# ---- seg7_scan_decoder ----
## config.mk

```make
export PLATFORM = sky130hd
export DESIGN_NAME = seg7_scan_decoder
export DESIGN_NICKNAME = d
export VERILOG_FILES = /design/src/rtl/seg7_scan_decoder.sv
export SDC_FILE = /design/constraint.sdc
export NUM_CORES = 1
export LEC_CHECK = 0
export CAP_MARGIN = 20
export CORE_MARGIN = 4
export CORE_UTILIZATION = 56
export CTS_CLUSTER_SIZE = 30
export DETAILED_ROUTE_END_ITERATION = 8
export PLACE_DENSITY = 0.86
export SETUP_SLACK_MARGIN = 0.1
export SLEW_MARGIN = 20
export SYNTH_ARGS = -nofsm -noshare
export SYNTH_HDL_FRONTEND = slang
export SYNTH_SLANG_ARGS = --single-unit
```

## constraint.sdc

```tcl
create_clock -name clk -period 2.8 [get_ports clk]
set_input_delay 0.56 -clock clk [delete_from_list [all_inputs] [get_ports clk]]
set_output_delay 0.56 -clock clk [all_outputs]
set_load 0.02 [all_outputs]
```

## src/rtl/seg7_scan_decoder.sv

```systemverilog
// Readback decoder for a two-digit multiplexed active-low 7-segment bus.
// Captures each digit once stable, decodes it to hex and emits the byte over valid/ready.
module seg7_scan_decoder #(
  parameter int unsigned STABLE_CYCLES = 4
) (
  input  logic       clk,
  input  logic       rst,
  input  logic [6:0] seg_n,
  input  logic [1:0] dig_sel,
  output logic [7:0] out_data,
  output logic       out_err,
  output logic       out_valid,
  input  logic       out_ready
);

  localparam int unsigned SEG_W = 7;
  localparam int unsigned SEL_W = 2;
  localparam int unsigned NIB_W = 4;
  localparam int unsigned CNT_W = 8;

  typedef enum logic [1:0] {
    ST_WAIT   = 2'd0,
    ST_SETTLE = 2'd1,
    ST_HELD   = 2'd2
  } state_t;

  // Returns {error, nibble}; unknown patterns map to nibble 0 with error set.
  function automatic logic [NIB_W:0] decode(input logic [SEG_W-1:0] p);
    case (p)
      7'h40:   decode = {1'b0, 4'h0};
      7'h79:   decode = {1'b0, 4'h1};
      7'h24:   decode = {1'b0, 4'h2};
      7'h30:   decode = {1'b0, 4'h3};
      7'h19:   decode = {1'b0, 4'h4};
      7'h12:   decode = {1'b0, 4'h5};
      7'h02:   decode = {1'b0, 4'h6};
      7'h78:   decode = {1'b0, 4'h7};
      7'h00:   decode = {1'b0, 4'h8};
      7'h10:   decode = {1'b0, 4'h9};
      7'h08:   decode = {1'b0, 4'hA};
      7'h03:   decode = {1'b0, 4'hB};
      7'h46:   decode = {1'b0, 4'hC};
      7'h21:   decode = {1'b0, 4'hD};
      7'h06:   decode = {1'b0, 4'hE};
      7'h0E:   decode = {1'b0, 4'hF};
      default: decode = {1'b1, 4'h0};
    endcase
  endfunction

  logic [SEG_W-1:0] s_seg, p_seg;
  logic [SEL_W-1:0] s_sel, p_sel;
  state_t           state;
  logic [CNT_W-1:0] cnt;
  logic [NIB_W-1:0] hi_nib, lo_nib;
  logic             hi_err, lo_err;
  logic             hi_flag, lo_flag;

  logic             sel_legal_c;
  logic             same_c;
  logic             capture_c;
  logic             load_c;
  logic [NIB_W:0]   dec_c;

  always_comb begin
    sel_legal_c = (s_sel == 2'b01) || (s_sel == 2'b10);
    same_c      = ({s_sel, s_seg} == {p_sel, p_seg});
    dec_c       = decode(s_seg);
    capture_c   = (state == ST_SETTLE) && sel_legal_c && same_c &&
                  (cnt == CNT_W'(STABLE_CYCLES - 1));
    load_c      = hi_flag && lo_flag && (!out_valid || out_ready);
  end

  // Input sampling plus one-cycle history for the stability compare.
  always_ff @(posedge clk or posedge rst) begin
    if (rst) begin
      s_seg <= '0;
      s_sel <= '0;
      p_seg <= '0;
      p_sel <= '0;
    end else begin
      s_seg <= seg_n;
      s_sel <= dig_sel;
      p_seg <= s_seg;
      p_sel <= s_sel;
    end
  end

  always_ff @(posedge clk or posedge rst) begin
    if (rst) begin
      state <= ST_WAIT;
      cnt   <= '0;
    end else if (!sel_legal_c) begin
      state <= ST_WAIT;
      cnt   <= '0;
    end else begin
      case (state)
        ST_WAIT: begin
          state <= ST_SETTLE;
          cnt   <= CNT_W'(1);
        end
        ST_SETTLE: begin
          if (!same_c) begin
            cnt <= CNT_W'(1);
          end else begin
            cnt <= cnt + CNT_W'(1);
            if (capture_c) state <= ST_HELD;
          end
        end
        ST_HELD: begin
          if (!same_c) begin
            state <= ST_SETTLE;
            cnt   <= CNT_W'(1);
          end
        end
        default: begin
          state <= ST_WAIT;
          cnt   <= '0;
        end
      endcase
    end
  end

  // Slot storage; a capture in the loading cycle survives the flag clear.
  always_ff @(posedge clk or posedge rst) begin
    if (rst) begin
      hi_nib  <= '0;
      lo_nib  <= '0;
      hi_err  <= 1'b0;
      lo_err  <= 1'b0;
      hi_flag <= 1'b0;
      lo_flag <= 1'b0;
    end else begin
      if (capture_c && s_sel[1]) begin
        hi_nib <= dec_c[NIB_W-1:0];
        hi_err <= dec_c[NIB_W];
      end
      if (capture_c && s_sel[0]) begin
        lo_nib <= dec_c[NIB_W-1:0];
        lo_err <= dec_c[NIB_W];
      end
      hi_flag <= (capture_c && s_sel[1]) || (hi_flag && !load_c);
      lo_flag <= (capture_c && s_sel[0]) || (lo_flag && !load_c);
    end
  end

  always_ff @(posedge clk or posedge rst) begin
    if (rst) begin
      out_data  <= '0;
      out_err   <= 1'b0;
      out_valid <= 1'b0;
    end else if (load_c) begin
      out_data  <= {hi_nib, lo_nib};
      out_err   <= hi_err || lo_err;
      out_valid <= 1'b1;
    end else if (out_ready) begin
      out_valid <= 1'b0;
    end
  end

endmodule

```

==> summary.txt <==
yosys + openroad results -> Hold Vio Cnt, Final 0, logic share of the area 36.1%, post-synth top area cell dfrtp_1, I/O Pins 22, Non-Filler Instances approximately 270, placed insts 263, Placement Setup Slack between 400 and 500 ps, top cells by count, synth 50 x dfrtp_1, 14 x nor2_1, 11 x xor2_1, status finished clean, clk slew on worst S/H paths 80 ps, Critical R2R Launch s_seg[3], Placed Area 2550 um^2, Synth top cell by count dfrtp_1, largest net degree at the start of global routing 40, met3 wire len just under 200 um, routed wire length 3970 um, post-cts sizing count 0
critical path: stages, from the launching register on:
cell and delay (ps):
dfrtp_1 510, xor2_1 240, nor4_4 360, nand4_4 220
nand4bb_1 490, mux2_1 440
flip-flops by register name, summed over array words and instances (netlist names), 2 cells and up:
name,flops
lo_nib,4
cnt,8
s_seg,7
state,2
p_seg,7
out_data,8
hi_nib,4
p_sel,2
s_sel,2
routing by layer:
metal  GRT usage [%]  vias up
met4            4.38        0
met1            23.1      777
li1                -      731
met2            26.6       40
met3            4.16        5
met5               0        -
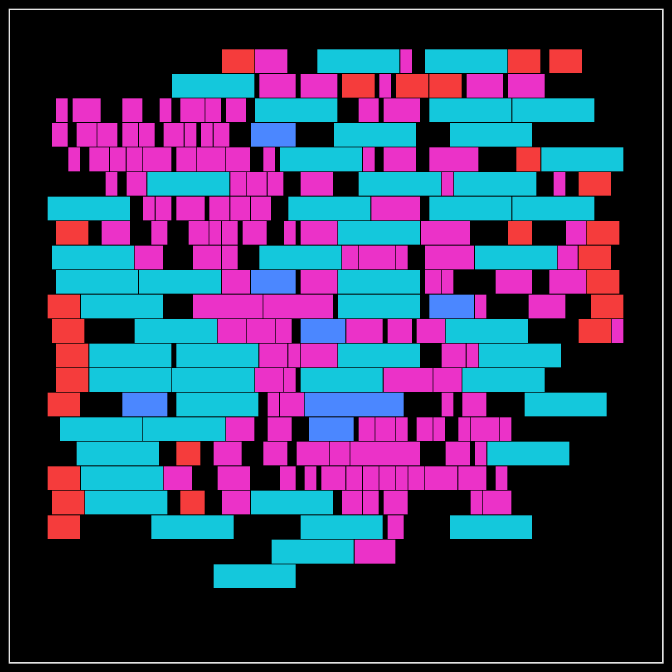
Figure 1: seg7_scan_decoder, cell classes on the final placement.
- remaining logic cells: magenta (cells 138; share of their area 38%)
- clock drivers and dummy loads: blue (cells 7; share of their area 4.3%)
- remaining buffers and delay cells: red (cells 25; share of their area 9.2%)
- sequential cells: cyan (cells 50; share of their area 48%)
fin area: 2670 um^2
flop share of the area: 46.9%
row cnt: 23
Util after Layout: 66.7%

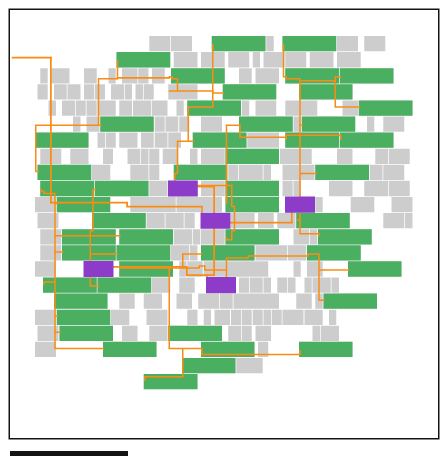
Figure 2: seg7_scan_decoder, routed clock nets over the placement.
The bar under the picture is 20 um long.
- clock wires: orange (length 518 um)
- clock-net drivers: purple (count 5)
- flip-flops: green (count 50)
- flops lie: widely spread
- routed clock nets: 6
clk latency of the worst-skew pair: 290 ps
P_clk: 504 uW
Worst Skew: 9.44 ps
clock share of power: 35.1%


# ---- const_high ----
Figure 3. Routed clock nets over the placement (const_high).
The bar under the picture is 10 um long.
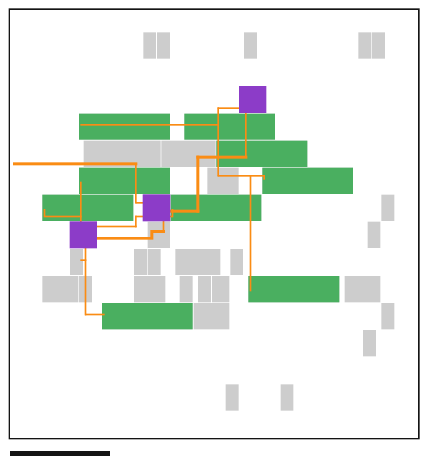
Figure 4. Wires at chosen ports, followed through buffers (const_high).
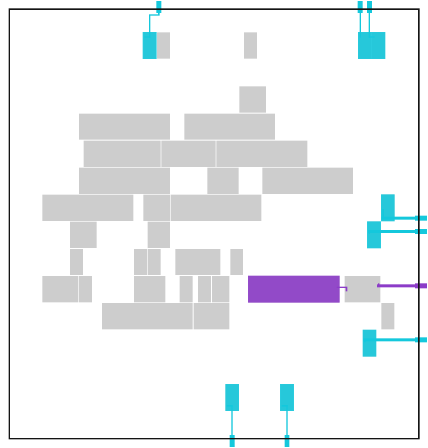
Figure 5. Cell classes on the final placement (const_high).
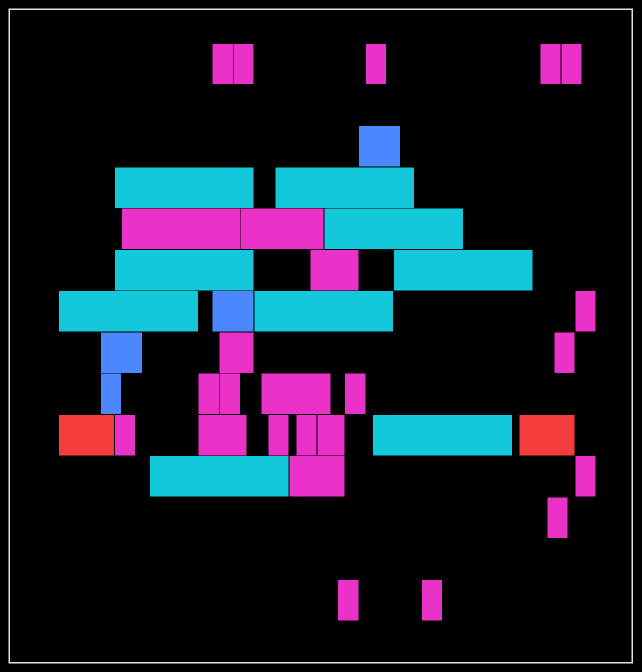
--- config.mk ---
export PLATFORM = sky130hd
export DESIGN_NAME = const_high
export DESIGN_NICKNAME = d
export VERILOG_FILES = /design/src/rtl/const_high.sv
export SDC_FILE = /design/constraint.sdc
export NUM_CORES = 1
export LEC_CHECK = 0
export CORE_AREA = 2 2 39 41
export CTS_CLUSTER_DIAMETER = 30
export DETAILED_ROUTE_END_ITERATION = 6
export DIE_AREA = 0 0 41 43
export PLACE_DENSITY = 0.64
export SLEW_MARGIN = 15
export SYNTH_ARGS = -nofsm -noshare
export SYNTH_HDL_FRONTEND = slang
export SYNTH_SLANG_ARGS = --single-unit
--- constraint.sdc ---
create_clock -name clk -period 2.4 [get_ports clk]
set_clock_uncertainty 0.05 [all_clocks]
set_input_delay 0.24 -clock clk [delete_from_list [all_inputs] [get_ports clk]]
set_output_delay 0.24 -clock clk [all_outputs]
set_load 0.02 [all_outputs]
--- src/rtl/const_high.sv ---
// Logic-1 tie-off source: constant y/y_n/y_vec plus a registered settle flag
// and a sticky self-check on the sampled tie for consumers wanting a registered tie.
module const_high #(
   parameter int WIDTH         = 8,
   parameter int SETTLE_CYCLES = 4
) (
   input  logic             clk,
   input  logic             rst,
   output logic             y,
   output logic             y_n,
   output logic [WIDTH-1:0] y_vec,
   output logic             settled,
   output logic             fault
);

   localparam logic [7:0] SETTLE_COUNT = 8'(SETTLE_CYCLES);

   // Constant ties are pure continuous assignments: valid from time 0, independent of clk/rst.
   assign y   = 1'b1;
   assign y_n = 1'b0;

   generate
      for (genvar gi = 0; gi < WIDTH; gi++) begin : g_vec
         assign y_vec[gi] = 1'b1;
      end
   endgenerate

   logic [7:0] count_reg;
   logic [7:0] count_next;
   logic       settled_reg;
   logic       fault_reg;

   // Saturating count of edges since reset release.
   always_comb begin
      count_next = count_reg;
      if (count_reg < SETTLE_COUNT) begin
         count_next = count_reg + 8'd1;
      end
   end

   always_ff @(posedge clk or posedge rst) begin
      if (rst) begin
         count_reg   <= 8'd0;
         settled_reg <= 1'b0;
         fault_reg   <= 1'b0;
      end else begin
         count_reg   <= count_next;
         settled_reg <= (count_next == SETTLE_COUNT);
         fault_reg   <= fault_reg | (y !== 1'b1);
      end
   end

   assign settled = settled_reg;
   assign fault   = fault_reg;

endmodule

==> summary.txt <==
yosys + openroad results -> met3 Usage GRT 7.85%, setup_tns 0 ps, Synth top cell by count buf_4, syn_area_per_cell approximately 11 um^2, adder and majority cell fraction of the synthesized area around 2.8%, crit path DRT 2110 ps, clk slew on worst S/H paths 60 ps, routed wire length 478 um, top cells by area dfrtp_1 50%, buf_4 18%, nor4_4 4.7%, clkbuf_1 3.3%, mux2_4 3.3%, vias in the first global route roughly 210, Worst VDD drop 0.388 mV, Hold-fix buffers, CTS 0, fin nets 44, post-synth top area cell dfrtp_1, Buf+Inv Stages, Crit Path 1, CP Data Arrival Time 1160 ps, first-pass GRT wire length 945 um, Setup crit start kind flip-flop, initial antenna violation count 0, CTS Buffer Depth 2, # clock sinks 9, worst reg2reg path endpoint count_reg[1], simple share 11.7%, commonest non-fill, non-tap cell in the layout conb_1, routed wl met2 214 um, status finished clean, fmax 689 MHz, top routing layer in use met4, die y size 43 um, Largest delay share family, worst path buffers and inverters, CP max FO 1, Post-Synth AOI/OAI Area 3.06%, DR DRC count 0, routed metal-1 wire length 207 um, leakage power 0.000231 uW, CP max stage cell clkdlybuf4s50_1, Worst Setup EP settled, Initial Util between 30% and 40%, max-slew violation count 0, cells along the critical path clkdlybuf4s50_1, Top cell area share 50.0%, logic area 144 um^2, Seq share, synth between 50% and 60%, share of layout cells above drive strength 1 ~18%, Async SR Flop Fraction 100%
About Figure 3:
- clock wires: orange (length 121 um)
- flip-flops: green (count 9)
- clock-net drivers: purple (count 3)
- routed clock nets: 4
clock share of power: 40.1%
clk latency of the worst-skew pair: 260 ps
P_clk: 115 uW

About Figure 4:
- settled: purple (direction output; edge right; end cells 1; buffers 1; wire 5.00 um)
- y_vec: cyan (direction output; edge 3 right, 3 top, 2 bottom; end cells 8; buffers 0; wire 29.7 um)
I/O Buffers: 2
I/O Pins: 14

About Figure 5:
- remaining logic cells: magenta (cells 25; share of their area 36%)
- clock drivers and dummy loads: blue (cells 4; share of their area 6.2%)
- remaining buffers and delay cells: red (cells 2; share of their area 4.7%)
- sequential cells: cyan (cells 9; share of their area 53%)
fin area: 443 um^2
flop share of the area: 50.8%
Core Region: 1380 um^2
Util after Layout: 32.0%
row cnt: 14

layout make-up:
class | instances | area share [%]
clock buffer | 4 | 5.93
inverter | 2 | 1.69
multi-input combinational | 23 | 32.5
sequential | 9 | 50.8
tap | 16 | 4.52
timing repair buffer | 2 | 4.52
stage by stage:
stage	area, um^2	cells	power [uW]	worst slack, ps
6_report	443	56	286	949
5_1_grt	443	56	302	892
4_1_cts	443	56	293	933
3_5_place_dp	417	52	174	1060
3_3_place_gp	417	52	174	1080
2_1_floorplan	484	50	186	1130
report_power, final:
part / switching (uW) / internal [uW]
combinational: 18.1 / 1.51
sequential: 0 / 152
clock: 50.7 / 63.9

# ---- sdio_irq_ctrl ----
Figure 6. Sequential cells grouped by signal name (sdio_irq_ctrl).
Other sequential cells in the stronger gray, the rest of the logic in the fainter gray.
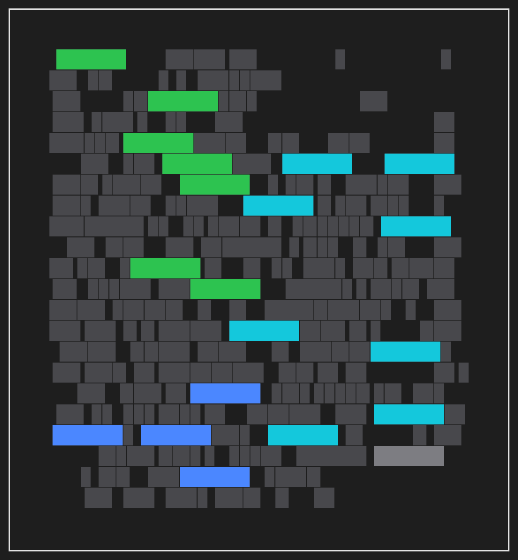
$ cat src/rtl/sdio_pkg.sv
// Shared definitions for the SD host interrupt path: FSM state codes,
// default register addresses and flag bit positions used by the flag block.
package sdio_pkg;

    typedef logic [1:0] irq_state_t;

    localparam irq_state_t ST_IDLE    = 2'd0;
    localparam irq_state_t ST_ASSERT  = 2'd1;
    localparam irq_state_t ST_HOLDOFF = 2'd2;

    localparam int IRQ_FLAG_W = 4;
    localparam int ERR_FLAG_W = 7;

    localparam logic [7:0] ADDR_IRQ_EN  = 8'd34;
    localparam logic [7:0] ADDR_ERR_EN  = 8'd35;
    localparam logic [7:0] ADDR_HOLDOFF = 8'd36;

    localparam int IRQ_CMD_COMPLETE = 0;
    localparam int IRQ_DAT_COMPLETE = 1;
    localparam int IRQ_BLK_GAP      = 2;
    localparam int IRQ_CARD         = 3;

    localparam int ERR_CMD_TIMEOUT = 0;
    localparam int ERR_CMD_CRC     = 1;
    localparam int ERR_CMD_END     = 2;
    localparam int ERR_CMD_INDEX   = 3;
    localparam int ERR_DAT_TIMEOUT = 4;
    localparam int ERR_DAT_CRC     = 5;
    localparam int ERR_DAT_END     = 6;

    function automatic logic [7:0] sat_inc8(input logic [7:0] v);
        return (v == 8'hFF) ? v : v + 8'd1;
    endfunction

endpackage

$ cat src/rtl/sdio_irq_holdoff_timer.sv
// Down-counter that spaces out interrupt deliveries; loads a count, steps
// down on request and flags zero. Soft clear wins over load and decrement.
module sdio_irq_holdoff_timer #(
    parameter int W = 8
) (
    input  logic         sd_clk,
    input  logic         rstn,
    input  logic         clr,
    input  logic         load,
    input  logic [W-1:0] load_val,
    input  logic         dec,
    output logic         zero
);

    logic [W-1:0] count_q, count_d;

    always_comb begin
        count_d = count_q;
        if (clr) begin
            count_d = '0;
        end else if (load) begin
            count_d = load_val;
        end else if (dec && (count_q != '0)) begin
            count_d = count_q - W'(1);
        end
    end

    always_ff @(posedge sd_clk or negedge rstn) begin
        if (!rstn) begin
            count_q <= '0;
        end else begin
            count_q <= count_d;
        end
    end

    assign zero = (count_q == '0);

endmodule

$ cat src/rtl/sdio_irq_ctrl.sv
// Masks SD irq/error flags and delivers a single host interrupt with an ack
// handshake. Define IRQ_HOLDOFF_EN to add the programmable hold-off after each ack.
module sdio_irq_ctrl
    import sdio_pkg::*;
#(
    parameter logic [7:0] REG_ADDR_IRQ_EN  = ADDR_IRQ_EN,
    parameter logic [7:0] REG_ADDR_ERR_EN  = ADDR_ERR_EN,
    parameter logic [7:0] REG_ADDR_HOLDOFF = ADDR_HOLDOFF,
    parameter int         HOLDOFF_W        = 8
) (
    input  logic                  sd_clk,
    input  logic                  rstn,
    input  logic                  all_sd_rst,
    input  logic                  reg_wr,
    input  logic [7:0]            reg_addr,
    input  logic [7:0]            reg_wdata,
    input  logic [IRQ_FLAG_W-1:0] irq_flags,
    input  logic [ERR_FLAG_W-1:0] err_flags,
    input  logic                  host_irq_ack,
    output logic                  host_irq,
    output logic [IRQ_FLAG_W-1:0] irq_en,
    output logic [ERR_FLAG_W-1:0] err_en,
    output logic [7:0]            int_status,
    output logic [7:0]            irq_cnt
);

    irq_state_t            state_q, state_d;
    logic                  host_irq_q, host_irq_d;
    logic [7:0]            irq_cnt_q, irq_cnt_d;
    logic [IRQ_FLAG_W-1:0] irq_en_q, irq_en_d;
    logic [ERR_FLAG_W-1:0] err_en_q, err_en_d;
    logic [IRQ_FLAG_W-1:0] irq_masked;
    logic                  err_any;
    logic                  pending;

`ifdef IRQ_HOLDOFF_EN
    logic [HOLDOFF_W-1:0] holdoff_q, holdoff_d;
    logic                 tmr_load;
    logic                 tmr_dec;
    logic                 tmr_zero;

    sdio_irq_holdoff_timer #(
        .W (HOLDOFF_W)
    ) u_holdoff_timer (
        .sd_clk   (sd_clk),
        .rstn     (rstn),
        .clr      (all_sd_rst),
        .load     (tmr_load),
        .load_val (holdoff_q),
        .dec      (tmr_dec),
        .zero     (tmr_zero)
    );
`else
    logic unused_cfg;
    assign unused_cfg = ^{reg_wdata[7], REG_ADDR_HOLDOFF, (HOLDOFF_W != 0)};
`endif

    assign irq_masked = irq_flags & irq_en_q;
    assign err_any    = |(err_flags & err_en_q);
    assign pending    = (|irq_masked) | err_any;
    assign int_status = {err_any, 3'b000, irq_masked};

    always_comb begin
        state_d    = state_q;
        host_irq_d = host_irq_q;
        irq_cnt_d  = irq_cnt_q;
        irq_en_d   = irq_en_q;
        err_en_d   = err_en_q;
`ifdef IRQ_HOLDOFF_EN
        holdoff_d  = holdoff_q;
        tmr_load   = 1'b0;
        tmr_dec    = 1'b0;
`endif
        if (all_sd_rst) begin
            state_d    = ST_IDLE;
            host_irq_d = 1'b0;
            irq_cnt_d  = 8'd0;
        end else begin
            if (reg_wr && (reg_addr == REG_ADDR_IRQ_EN)) begin
                irq_en_d = reg_wdata[IRQ_FLAG_W-1:0];
            end
            if (reg_wr && (reg_addr == REG_ADDR_ERR_EN)) begin
                err_en_d = reg_wdata[ERR_FLAG_W-1:0];
            end
`ifdef IRQ_HOLDOFF_EN
            if (reg_wr && (reg_addr == REG_ADDR_HOLDOFF)) begin
                holdoff_d = reg_wdata[HOLDOFF_W-1:0];
            end
`endif
            case (state_q)
                ST_IDLE: begin
                    if (pending) begin
                        state_d    = ST_ASSERT;
                        host_irq_d = 1'b1;
                        irq_cnt_d  = sat_inc8(irq_cnt_q);
                    end
                end
                // Ack wins over a simultaneous flag clear.
                ST_ASSERT: begin
                    if (host_irq_ack) begin
                        host_irq_d = 1'b0;
`ifdef IRQ_HOLDOFF_EN
                        state_d    = ST_HOLDOFF;
                        tmr_load   = 1'b1;
`else
                        state_d    = ST_IDLE;
`endif
                    end else if (!pending) begin
                        state_d    = ST_IDLE;
                        host_irq_d = 1'b0;
                    end
                end
`ifdef IRQ_HOLDOFF_EN
                // Expiry is resolved as IDLE in the same edge, so a level
                // still pending re-asserts without an extra dead cycle.
                ST_HOLDOFF: begin
                    if (!tmr_zero) begin
                        tmr_dec = 1'b1;
                    end else if (pending) begin
                        state_d    = ST_ASSERT;
                        host_irq_d = 1'b1;
                        irq_cnt_d  = sat_inc8(irq_cnt_q);
                    end else begin
                        state_d = ST_IDLE;
                    end
                end
`endif
                default: begin
                    state_d    = ST_IDLE;
                    host_irq_d = 1'b0;
                end
            endcase
        end
    end

    always_ff @(posedge sd_clk or negedge rstn) begin
        if (!rstn) begin
            state_q    <= ST_IDLE;
            host_irq_q <= 1'b0;
            irq_cnt_q  <= 8'd0;
            irq_en_q   <= '0;
            err_en_q   <= '0;
        end else begin
            state_q    <= state_d;
            host_irq_q <= host_irq_d;
            irq_cnt_q  <= irq_cnt_d;
            irq_en_q   <= irq_en_d;
            err_en_q   <= err_en_d;
        end
    end

`ifdef IRQ_HOLDOFF_EN
    always_ff @(posedge sd_clk or negedge rstn) begin
        if (!rstn) begin
            holdoff_q <= '0;
        end else begin
            holdoff_q <= holdoff_d;
        end
    end
`endif

    assign host_irq = host_irq_q;
    assign irq_en   = irq_en_q;
    assign err_en   = err_en_q;
    assign irq_cnt  = irq_cnt_q;

endmodule

$ cat config.mk
export PLATFORM = sky130hd
export DESIGN_NAME = sdio_irq_ctrl
export DESIGN_NICKNAME = d
export VERILOG_FILES = /design/src/rtl/sdio_pkg.sv /design/src/rtl/sdio_irq_holdoff_timer.sv /design/src/rtl/sdio_irq_ctrl.sv
export SDC_FILE = /design/constraint.sdc
export NUM_CORES = 1
export LEC_CHECK = 0
export ABC_AREA = 1
export CAP_MARGIN = 0
export CORE_ASPECT_RATIO = 1.1
export CORE_MARGIN = 5
export CORE_UTILIZATION = 36
export DETAILED_ROUTE_END_ITERATION = 8
export GPL_ROUTABILITY_DRIVEN = 0
export PLACE_DENSITY = 0.76
export RECOVER_POWER = 100
export SLEW_MARGIN = 20
export SYNTH_ARGS = -nofsm -noshare
export SYNTH_HDL_FRONTEND = slang
export SYNTH_SLANG_ARGS = --single-unit
$ cat constraint.sdc
create_clock -name sd_clk -period 1.3 [get_ports sd_clk]
set_clock_uncertainty 0.05 [all_clocks]
set_input_delay 0.26 -clock sd_clk [delete_from_list [all_inputs] [get_ports sd_clk]]
set_output_delay 0.26 -clock sd_clk [all_outputs]
set_load 0.01 [all_outputs]
==> summary.txt <==
yosys + openroad results -> status complete, but fails checks, failing checks negative setup slack, Largest delay share family, worst path simple AND/OR/NAND/NOR gates, cells in synth_stat.txt about 170, XOR/XNOR Area Share 0.735%, setup ws final -216 ps, fin nets 301, top cells by count, synth 73 x nand2_1, 21 x nand3_1, 20 x dfrtp_1, Period Utilization, post-route 117%, Largest cell class non-clock buffers, DR DRC count 0, I/O Buffers between 50 and 60, Register-to-Register Path Depth 9, leakage power 0.00125 uW, share of layout cells above drive strength 1 38.2%, largest net degree at the start of global routing 21, Slew @ Worst Pin 519 ps, GR Overflow Total 0, Hold Slack 390 ps, Ant. Diodes 0, Syn Inst Count between 150 and 200, crit path kind reg -> reg, CP Depth 9, CP max stage cell dfrtp_1, Max-Cap Viols 0, total die size about 4600 um^2, crit path DRT approximately 1500 ps, Post-Synth AOI/OAI Area 1.89%, Setup Viol. Count Final 12, DRT Pass-1 Iters 4, worst reg2reg path endpoint irq_cnt[5], hold crit path type in -> async, CTS tree built, Core Region around 3300 um^2, OpenROAD warnings 29, H-tree Lvls 1, yosys stat chip area 1190 um^2, unrepaired setup endpoints after global routing yes, CTS Buffer Depth 2
Notes on Figure 6 above:
- irq_en: blue (placed flops 4)
- err_en: green (placed flops 7)
- irq_cnt: cyan (placed flops 8)
Seq power: 655 uW
Util after Layout: 68.7%
flop share of the area: 22.2%
Reg area: 500 um^2

registers in the layout, indices dropped and copies added (netlist names):
| signal | cells |
|---|---|
| irq_en | 4 |
| irq_cnt | 8 |
| err_en | 7 |
| host_irq | 1 |
layer usage:
metal,track usage (%),vias to the layer above,routed length [um]
li1,-,716,-
met1,18.7,697,1490
met2,30.2,61,2100
met3,4.34,10,298
met4,8.22,0,113
met5,0,-,0
through the flow:
stage               setup TNS (ps)  cell area (um^2)  std cells
floorplan                        0              1200        167
global placement             -8450              1940        277
detailed placement           -8620              1940        277
CTS                          -1250              2140        302
global route                 -3450              2250        303
finish                       -2020              2250        303

Power is estimated from default activity; no workload was simulated.
